==================== voice_frame_receiver
### Sizing map, voice_frame_receiver

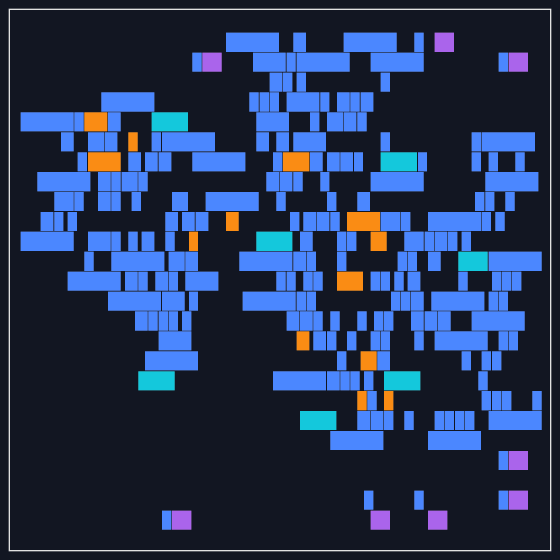
### M3 wires, voice_frame_receiver

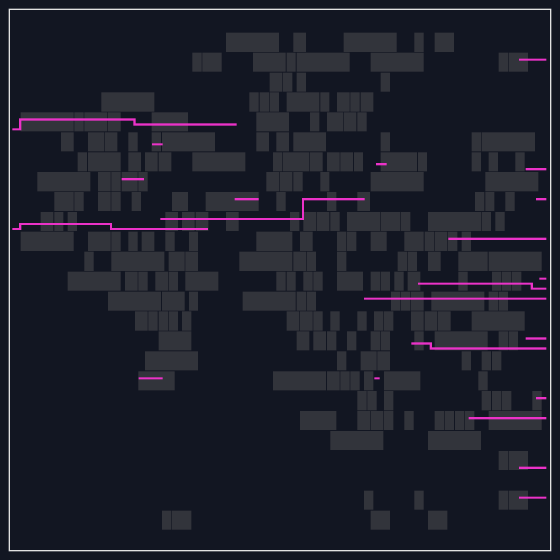
[config.mk]
export PLATFORM = sky130hd
export DESIGN_NAME = voice_frame_receiver
export DESIGN_NICKNAME = d
export VERILOG_FILES = /design/src/rtl/voice_pkg.sv /design/src/rtl/frame_timeout_timer.sv /design/src/rtl/voice_frame_receiver.sv
export SDC_FILE = /design/constraint.sdc
export NUM_CORES = 1
export LEC_CHECK = 0
export ABC_AREA = 1
export CAP_MARGIN = 20
export CORE_UTILIZATION = 30
export CTS_BUF_LIST = sky130_fd_sc_hd__clkbuf_8
export DETAILED_ROUTE_END_ITERATION = 7
export DONT_BUFFER_PORTS = 1
export GPL_TIMING_DRIVEN = 0
export SLEW_MARGIN = 30
export SYNTH_ARGS = -nofsm -noshare
export SYNTH_HDL_FRONTEND = slang
export SYNTH_SLANG_ARGS = --single-unit
[constraint.sdc]
create_clock -name clk -period 3.7 [get_ports clk]
set_clock_uncertainty 0.1 [all_clocks]
set_input_delay 0.37 -clock clk [delete_from_list [all_inputs] [get_ports clk]]
set_output_delay 0.37 -clock clk [all_outputs]
set_load 0.02 [all_outputs]
[src/rtl/voice_pkg.sv]
// Shared constants, word codes and receiver state type for the voice front end.
package voice_pkg;

   localparam int unsigned BYTE_W = 8;
   localparam int unsigned ID_W   = 6;
   localparam int unsigned ERR_W  = 8;

   localparam logic [BYTE_W-1:0] HDR_BYTE = 8'hAA;
   localparam logic [BYTE_W-1:0] CHK_KEY  = 8'h55;
   localparam logic [BYTE_W-1:0] MAX_ID   = 8'd47;

   // Word codes shared with the downstream display sequencer
   localparam logic [ID_W-1:0] ID_IDLE  = 6'd0;
   localparam logic [ID_W-1:0] ID_START = 6'd5;
   localparam logic [ID_W-1:0] ID_DONE  = 6'd46;
   localparam logic [ID_W-1:0] ID_NEXT  = 6'd47;

   typedef enum logic [1:0] {
      WAIT_HDR = 2'd0,
      GET_ID   = 2'd1,
      GET_CHK  = 2'd2
   } rx_state_t;

   // A frame is good when the checksum matches and the full ID byte is in range
   // (the 8-bit compare also rejects any ID byte with bit 7 or bit 6 set).
   function automatic logic frame_ok(input logic [BYTE_W-1:0] id_byte,
                                     input logic [BYTE_W-1:0] chk_byte);
      return (chk_byte == (id_byte ^ CHK_KEY)) && (id_byte <= MAX_ID);
   endfunction

endpackage

[src/rtl/frame_timeout_timer.sv]
// Inter-byte gap timer: counts idle cycles while enabled and pulses 'expired'
// in the cycle the count reaches TIMEOUT_CYCLES.
module frame_timeout_timer #(
   parameter int unsigned TIMEOUT_CYCLES = 1000
) (
   input  logic clk,
   input  logic reset,
   input  logic clear,
   input  logic enable,
   output logic expired
);

   localparam int unsigned CNT_W = $clog2(TIMEOUT_CYCLES + 1);

   logic [CNT_W-1:0] cnt_q, cnt_d;
   logic             expired_q, expired_d;

   // Next count; the expiry flag is set one edge early so it lines up with the
   // cycle in which the count equals TIMEOUT_CYCLES.
   always_comb begin
      cnt_d     = cnt_q;
      expired_d = 1'b0;
      if (clear || !enable) begin
         cnt_d = '0;
      end else begin
         if (cnt_q != CNT_W'(TIMEOUT_CYCLES)) begin
            cnt_d = cnt_q + CNT_W'(1);
         end
         expired_d = (cnt_q == CNT_W'(TIMEOUT_CYCLES - 1));
      end
   end

   // Counter and expiry registers
   always_ff @(posedge clk) begin
      if (reset) begin
         cnt_q     <= '0;
         expired_q <= 1'b0;
      end else begin
         cnt_q     <= cnt_d;
         expired_q <= expired_d;
      end
   end

   assign expired = expired_q;

endmodule

[src/rtl/voice_frame_receiver.sv]
// Voice frame receiver: turns AA/ID/checksum byte frames into a held word ID
// with a valid strobe, dropping and flagging corrupt or stalled frames.
// Optional build macro ERR_COUNT_EN enables the saturating reject counter;
// without it err_count is tied to zero.
module voice_frame_receiver
   import voice_pkg::*;
#(
   parameter int unsigned TIMEOUT_CYCLES = 1000
) (
   input  logic       clk,
   input  logic       reset,
   input  logic [7:0] rx_data,
   input  logic       rx_valid,
   output logic [5:0] ID,
   output logic       id_valid,
   output logic       frame_err,
   output logic [7:0] err_count
);

   rx_state_t          state_q, state_d;
   logic [BYTE_W-1:0]  id_byte_q, id_byte_d;
   logic [ID_W-1:0]    id_q, id_d;
   logic               id_valid_q, id_valid_d;
   logic               frame_err_q, frame_err_d;
   logic               expired;

   frame_timeout_timer #(
      .TIMEOUT_CYCLES (TIMEOUT_CYCLES)
   ) u_timer (
      .clk     (clk),
      .reset   (reset),
      .clear   (rx_valid),
      .enable  (state_q != WAIT_HDR),
      .expired (expired)
   );

   // Frame parser: next state and next outputs; a byte always beats the timeout
   always_comb begin
      state_d     = state_q;
      id_byte_d   = id_byte_q;
      id_d        = id_q;
      id_valid_d  = 1'b0;
      frame_err_d = 1'b0;
      unique case (state_q)
         WAIT_HDR: begin
            if (rx_valid && (rx_data == HDR_BYTE)) begin
               state_d = GET_ID;
            end
         end
         GET_ID: begin
            if (rx_valid) begin
               if (rx_data != HDR_BYTE) begin
                  id_byte_d = rx_data;
                  state_d   = GET_CHK;
               end
            end else if (expired) begin
               frame_err_d = 1'b1;
               state_d     = WAIT_HDR;
            end
         end
         GET_CHK: begin
            if (rx_valid) begin
               if (frame_ok(id_byte_q, rx_data)) begin
                  id_d       = id_byte_q[ID_W-1:0];
                  id_valid_d = 1'b1;
                  state_d    = WAIT_HDR;
               end else begin
                  frame_err_d = 1'b1;
                  state_d     = (rx_data == HDR_BYTE) ? GET_ID : WAIT_HDR;
               end
            end else if (expired) begin
               frame_err_d = 1'b1;
               state_d     = WAIT_HDR;
            end
         end
         default: begin
            state_d = WAIT_HDR;
         end
      endcase
   end

   // Parser state and registered outputs
   always_ff @(posedge clk) begin
      if (reset) begin
         state_q     <= WAIT_HDR;
         id_byte_q   <= '0;
         id_q        <= ID_IDLE;
         id_valid_q  <= 1'b0;
         frame_err_q <= 1'b0;
      end else begin
         state_q     <= state_d;
         id_byte_q   <= id_byte_d;
         id_q        <= id_d;
         id_valid_q  <= id_valid_d;
         frame_err_q <= frame_err_d;
      end
   end

   assign ID        = id_q;
   assign id_valid  = id_valid_q;
   assign frame_err = frame_err_q;

`ifdef ERR_COUNT_EN
   logic [ERR_W-1:0] err_cnt_q, err_cnt_d;

   // Saturating reject count, advanced alongside the frame_err pulse
   always_comb begin
      err_cnt_d = err_cnt_q;
      if (frame_err_d && (err_cnt_q != {ERR_W{1'b1}})) begin
         err_cnt_d = err_cnt_q + ERR_W'(1);
      end
   end

   // Reject counter register
   always_ff @(posedge clk) begin
      if (reset) begin
         err_cnt_q <= '0;
      end else begin
         err_cnt_q <= err_cnt_d;
      end
   end

   assign err_count = err_cnt_q;
`else
   assign err_count = '0;
`endif

endmodule

==> qor.log <==
qor: outcome.run_status finished, final reports clean
qor: hold_path.whs_endpoint state_q[0]
qor: die.core_area 4850 sq um
qor: final_layout.finish.net_count 254
qor: cts.cts.repair.resized 0
qor: setup_path.r2r_setup_slack 2.14 ns
qor: yosys.top_cell_area_share 0.376
qor: sta.layout_min_cycle_time 1.56 ns
qor: final_layout.non_clock_buffer_count 12
qor: yosys.ys_top_cells_by_area sky130_fd_sc_hd__dfxtp_1, sky130_fd_sc_hd__nand2_1, sky130_fd_sc_hd__inv_1
qor: sta.unrepaired_setup_endpoints_after_global_routing false
qor: placement.dp_hpwl 2.26 mm
qor: setup_path.worstSetupStartpointType register
qor: routing.num_vias 1,310
qor: routing.routed_wire_length_per_instance 9.68 um
qor: global_route.global_route.usage.met2 0.204
qor: setup_path.critPathKind register to register
qor: routing.drt_pre_antenna_iters 4
qor: cts.clockBufferDepth 2
qor: setup_path.critical_path_cell_count 5
qor: yosys.numSynthFlops 29
qor: sta.maxSlewViolCount 0
qor: final_layout.comb.multi_input.count 152
qor: power_and_ir_drop.total_power 0.000763 W
qor: final_layout.seq_area_share 0.335
qor: die.row_count 25
qor: routing.vias_per_cell 4.30
qor: final_layout.fillers 530
qor: final_layout.nFlopsAndLatches 29
qor: setup_path.slowest_stage sky130_fd_sc_hd__dfxtp_1
qor: routing.drt-initial-drc-count 35
qor: final_layout.comb_area_share 0.436
qor: die.chipWidth 73.8 um
qor: power_and_ir_drop.clock_net_power 0.000239 W
qor: final_layout.clock_cell_area_share 0.0461
qor: power_and_ir_drop.vdd.ir_drop.worst 178 uV
qor: yosys.syn-cell-area 1550 sq um
qor: global_route.antenna_found_initial 0
qor: global_route.layer_carrying_the_most_global_route_usage met2
qor: sta.post-route-worst-setup-slack 2.14 ns
About 'Sizing map' of voice_frame_receiver:
legend:
  cyan:
    size: x6 and larger
    cells: 7
  purple:
    size: x3 and x4
    cells: 8
  blue:
    size: x1 and smaller
    cells: 210
  orange:
    size: x2
    cells: 13

About 'M3 wires' of voice_frame_receiver:
wire length on this layer: 205 um
nets with wire on the layer: 17
share of all routed wire: 7.0%

-- cell families (layout without fill, tap and decap cells) --
family	count (synthesis)	in the layout	synth area share
xor+xnor	2	2	0.0113
compound gates	39	39	0.133
other cells	1	8	0.00243
buf+inv	49	57	0.151
fa+ha+maj	6	6	0.0486
flops	29	29	0.376
simple gates	97	97	0.278
-- state kept, by name (all words and copies together) (netlist names) --
name and count:
u_timer.cnt_q 10, id_byte_q 8, ID 6, state_q 2, frame_err 1, id_valid 1
u_timer.expired 1
-- per-layer routing --
layer,up-vias,wire (um)
met5,-,0
met3,8,205
li1,717,-
met4,0,73
met1,562,1340
met2,23,1340

==================== coin_dispenser
==> config.mk <==
export PLATFORM = sky130hd
export DESIGN_NAME = coin_dispenser
export DESIGN_NICKNAME = d
export VERILOG_FILES = /design/src/rtl/coin_pkg.sv /design/src/rtl/coin_gap_timer.sv /design/src/rtl/coin_dispenser.sv
export SDC_FILE = /design/constraint.sdc
export NUM_CORES = 1
export LEC_CHECK = 0
export CAP_MARGIN = 20
export CORE_ASPECT_RATIO = 1.75
export CORE_MARGIN = 2
export CORE_UTILIZATION = 61
export CTS_CLUSTER_DIAMETER = 150
export DETAILED_ROUTE_END_ITERATION = 8
export PLACE_DENSITY_LB_ADDON = 0.08
export SLEW_MARGIN = 5
export SYNTH_ARGS = -nofsm -noshare
export SYNTH_HDL_FRONTEND = slang
export SYNTH_HIERARCHICAL = 1
export SYNTH_SLANG_ARGS = --single-unit
==> constraint.sdc <==
create_clock -name clk -period 6.1 [get_ports clk]
set_input_delay 0.61 -clock clk [delete_from_list [all_inputs] [get_ports clk]]
set_output_delay 0.61 -clock clk [all_outputs]
set_load 0.01 [all_outputs]
==> src/rtl/coin_pkg.sv <==
// Shared types and coin values for the coin dispenser.
// COIN_DISPENSER_QUARTER_EN adds the QUARTER state.
package coin_pkg;

  localparam int NICKEL_CENTS  = 5;
  localparam int DIME_CENTS    = 10;
  localparam int QUARTER_CENTS = 25;

  typedef enum logic [2:0] {
    IDLE    = 3'd0,
    DIME    = 3'd1,
    NICKEL  = 3'd2,
    GAP     = 3'd3,
    DONE    = 3'd4,
    ERR     = 3'd5
`ifdef COIN_DISPENSER_QUARTER_EN
    ,
    QUARTER = 3'd6
`endif
  } COIN_DISPENSER_state;

endpackage

==> src/rtl/coin_gap_timer.sv <==
// Loadable down-counter that times the idle gap after each coin pulse.
// The counter stops at zero; freeze holds its value.
module coin_gap_timer (
  input  logic       clk,
  input  logic       rst,
  input  logic       load,
  input  logic [3:0] load_val,
  input  logic       freeze,
  output logic       expire
);

  logic [3:0] cnt;

  always_ff @(posedge clk or posedge rst) begin
    if (rst) begin
      cnt <= '0;
    end else if (load) begin
      cnt <= load_val;
    end else if (!freeze && cnt != 4'd0) begin
      cnt <= cnt - 4'd1;
    end
  end

  // The gap ends on the cycle the counter reads 1.
  assign expire = (cnt == 4'd1);

endmodule

==> src/rtl/coin_dispenser.sv <==
// Coin dispenser: turns a cents request into greedy one-cycle coin pulses separated by gaps.
// Define COIN_DISPENSER_QUARTER_EN to add quarter pulses.
module coin_dispenser
  import coin_pkg::*;
#(
  parameter int AMOUNT_W   = 8,
  parameter int GAP_CYCLES = 2
) (
  input  logic                clk,
  input  logic                rst,
  input  logic                req_valid,
  input  logic [AMOUNT_W-1:0] req_amount,
  output logic                req_ready,
  input  logic                hold,
  output logic                nickel,
  output logic                dime,
`ifdef COIN_DISPENSER_QUARTER_EN
  output logic                quarter,
`endif
  output logic                busy,
  output logic                done,
  output logic                err,
  output COIN_DISPENSER_state dbg_state
);

  // Handshake: a request transfers on a rising edge where req_valid and req_ready
  // are both high; req_ready is high only in IDLE, so that edge captures req_amount.

  COIN_DISPENSER_state state, next_state;
  logic [AMOUNT_W-1:0] remaining;
  logic                coin_st;
  logic                gap_expire;

  // Greedy choice of the next coin; a zero balance means the request is complete.
  function automatic COIN_DISPENSER_state pick_coin(input logic [AMOUNT_W-1:0] r);
`ifdef COIN_DISPENSER_QUARTER_EN
    if (r >= AMOUNT_W'(QUARTER_CENTS)) return QUARTER;
`endif
    if (r >= AMOUNT_W'(DIME_CENTS)) return DIME;
    if (r >= AMOUNT_W'(NICKEL_CENTS)) return NICKEL;
    return DONE;
  endfunction

  always_ff @(posedge clk or posedge rst) begin
    if (rst) begin
      state <= IDLE;
    end else begin
      state <= next_state;
    end
  end

  always_comb begin
    next_state = state;
    case (state)
      IDLE: begin
        if (req_valid) begin
          if ((req_amount % AMOUNT_W'(NICKEL_CENTS)) != '0) begin
            next_state = ERR;
          end else begin
            next_state = pick_coin(req_amount);
          end
        end
      end
      DIME, NICKEL: next_state = GAP;
`ifdef COIN_DISPENSER_QUARTER_EN
      QUARTER:      next_state = GAP;
`endif
      GAP: begin
        if (gap_expire && !hold) begin
          next_state = pick_coin(remaining);
        end
      end
      DONE, ERR:    next_state = IDLE;
      default:      next_state = IDLE;
    endcase
  end

  // Subtraction happens only in a coin state, which is entered only when remaining covers the coin.
  always_ff @(posedge clk or posedge rst) begin
    if (rst) begin
      remaining <= '0;
    end else begin
      case (state)
        IDLE:    if (req_valid) remaining <= req_amount;
        DIME:    remaining <= remaining - AMOUNT_W'(DIME_CENTS);
        NICKEL:  remaining <= remaining - AMOUNT_W'(NICKEL_CENTS);
`ifdef COIN_DISPENSER_QUARTER_EN
        QUARTER: remaining <= remaining - AMOUNT_W'(QUARTER_CENTS);
`endif
        default: remaining <= remaining;
      endcase
    end
  end

`ifdef COIN_DISPENSER_QUARTER_EN
  assign coin_st = (state == DIME) || (state == NICKEL) || (state == QUARTER);
`else
  assign coin_st = (state == DIME) || (state == NICKEL);
`endif

  coin_gap_timer u_gap_timer (
    .clk      (clk),
    .rst      (rst),
    .load     (coin_st),
    .load_val (4'(GAP_CYCLES)),
    .freeze   (hold),
    .expire   (gap_expire)
  );

  always_comb begin
    req_ready = (state == IDLE);
    busy      = (state != IDLE);
    dime      = (state == DIME);
    nickel    = (state == NICKEL);
`ifdef COIN_DISPENSER_QUARTER_EN
    quarter   = (state == QUARTER);
`endif
    done      = (state == DONE);
    err       = (state == ERR);
    dbg_state = state;
  end

endmodule

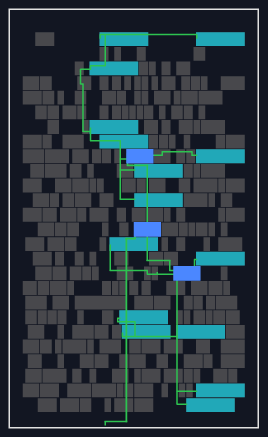
*Routed clock nets over the placement, coin_dispenser*
legend:
  green:
    item: clock wires
    length: 229 um
  cyan:
    item: flip-flops
    count: 15
  blue:
    item: clock-net drivers
    count: 3
routed clock nets: 4

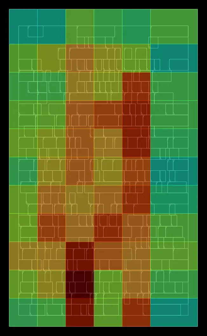
*Track usage over the die, coin_dispenser*
met1 track demand over resource: 0.318
final core utilization: 0.706
Global Route met2 Usage: 0.510
layer carrying the most global-route usage: met2

==> qor.log <==
qor: sta.fin_tns_setup 0 ns
qor: routing.met3_length 96 um
qor: placement.port_buffers 20
qor: global_route.gr-usage-all-layers 0.287
qor: die.die_y 77.5 um
qor: yosys.top_cells_by_count sky130_fd_sc_hd__a21oi_1, sky130_fd_sc_hd__inv_1, sky130_fd_sc_hd__nand2_1, sky130_fd_sc_hd__nor2_1, sky130_fd_sc_hd__o21ai_0
qor: sta.clock-skew-final 0.00354 ns
qor: global_route.antenna_found_initial 0
qor: final_layout.regArea 375 sq um
qor: power_and_ir_drop.comb_power_frac 0.597
qor: sta.max_freq 282 MHz
qor: global_route.number_of_global_route_vias_before_repair 1,767
qor: outcome.run_status finished, final reports clean
qor: cts.cts_made_buffers 3
qor: yosys.mux_share 0.0120
qor: run.warnings 32
qor: routing.routed_wire_length_per_instance 16.1 um
qor: routing.drt_pre_antenna_iters 4
qor: final_layout.seq_area_share 0.182
qor: yosys.async_s_r_ff_share_synth 1.00
qor: cts.post_cts.repair.setup_buffers 0
qor: final_layout.inverters 19
qor: yosys.ys_dominant_reg_cell sky130_fd_sc_hd__dfrtp_1
qor: yosys.ys_seq_share 0.199
qor: final_layout.comb_area_share 0.648
qor: cts.cts_hold_buffers 0
qor: sta.layout_min_cycle_time 3.55 ns
qor: power_and_ir_drop.power.net_switching 0.000349 W
qor: yosys.yosys-stat-cells 248
qor: cts.clockBufferDepth 2
[per-stage QoR]
stage                     instances  hold slack (ns)  area, sq um
final                           286            0.525         2070
after detailed placement        282            0.513         2020
after global routing            286            0.561         2070
after floorplan                 250            0.376         1890
after CTS                       286            0.525         2070
after global placement          282            0.514         2020
[per-layer routing]
| metal | vias to the layer above | track usage |
|---|---|---|
| li1 | 924 | - |
| met1 | 889 | 0.318 |
| met2 | 46 | 0.510 |
| met3 | 14 | 0.0209 |
| met4 | 0 | 0.140 |
| met5 | - | 0 |


## Gallery

Logic cells by family.
Plate I
The bar under the picture is 10 um long.
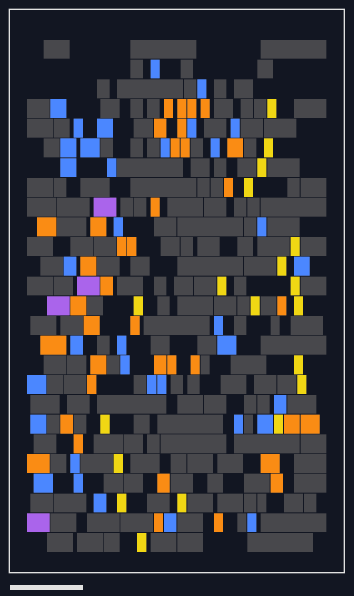
Plate II
The bar under the picture is 20 um long.
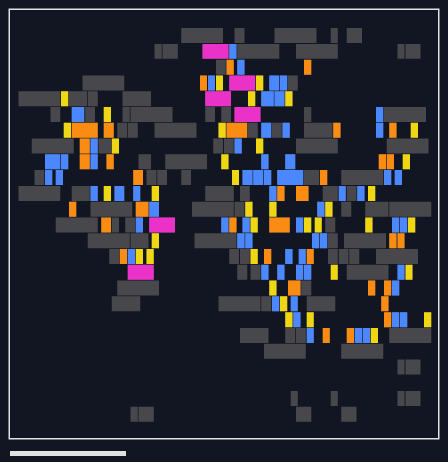
Plate I: coin_dispenser
Plate II: voice_frame_receiver

Key to Plate II:
legend:
  orange:
    family: nor cells
    cells: 34
  yellow:
    family: inv cells
    cells: 37
  blue:
    family: nand cells
    cells: 62
  magenta:
    family: fa/ha/maj cells
    cells: 6

Power and IR drop assume default switching activity.
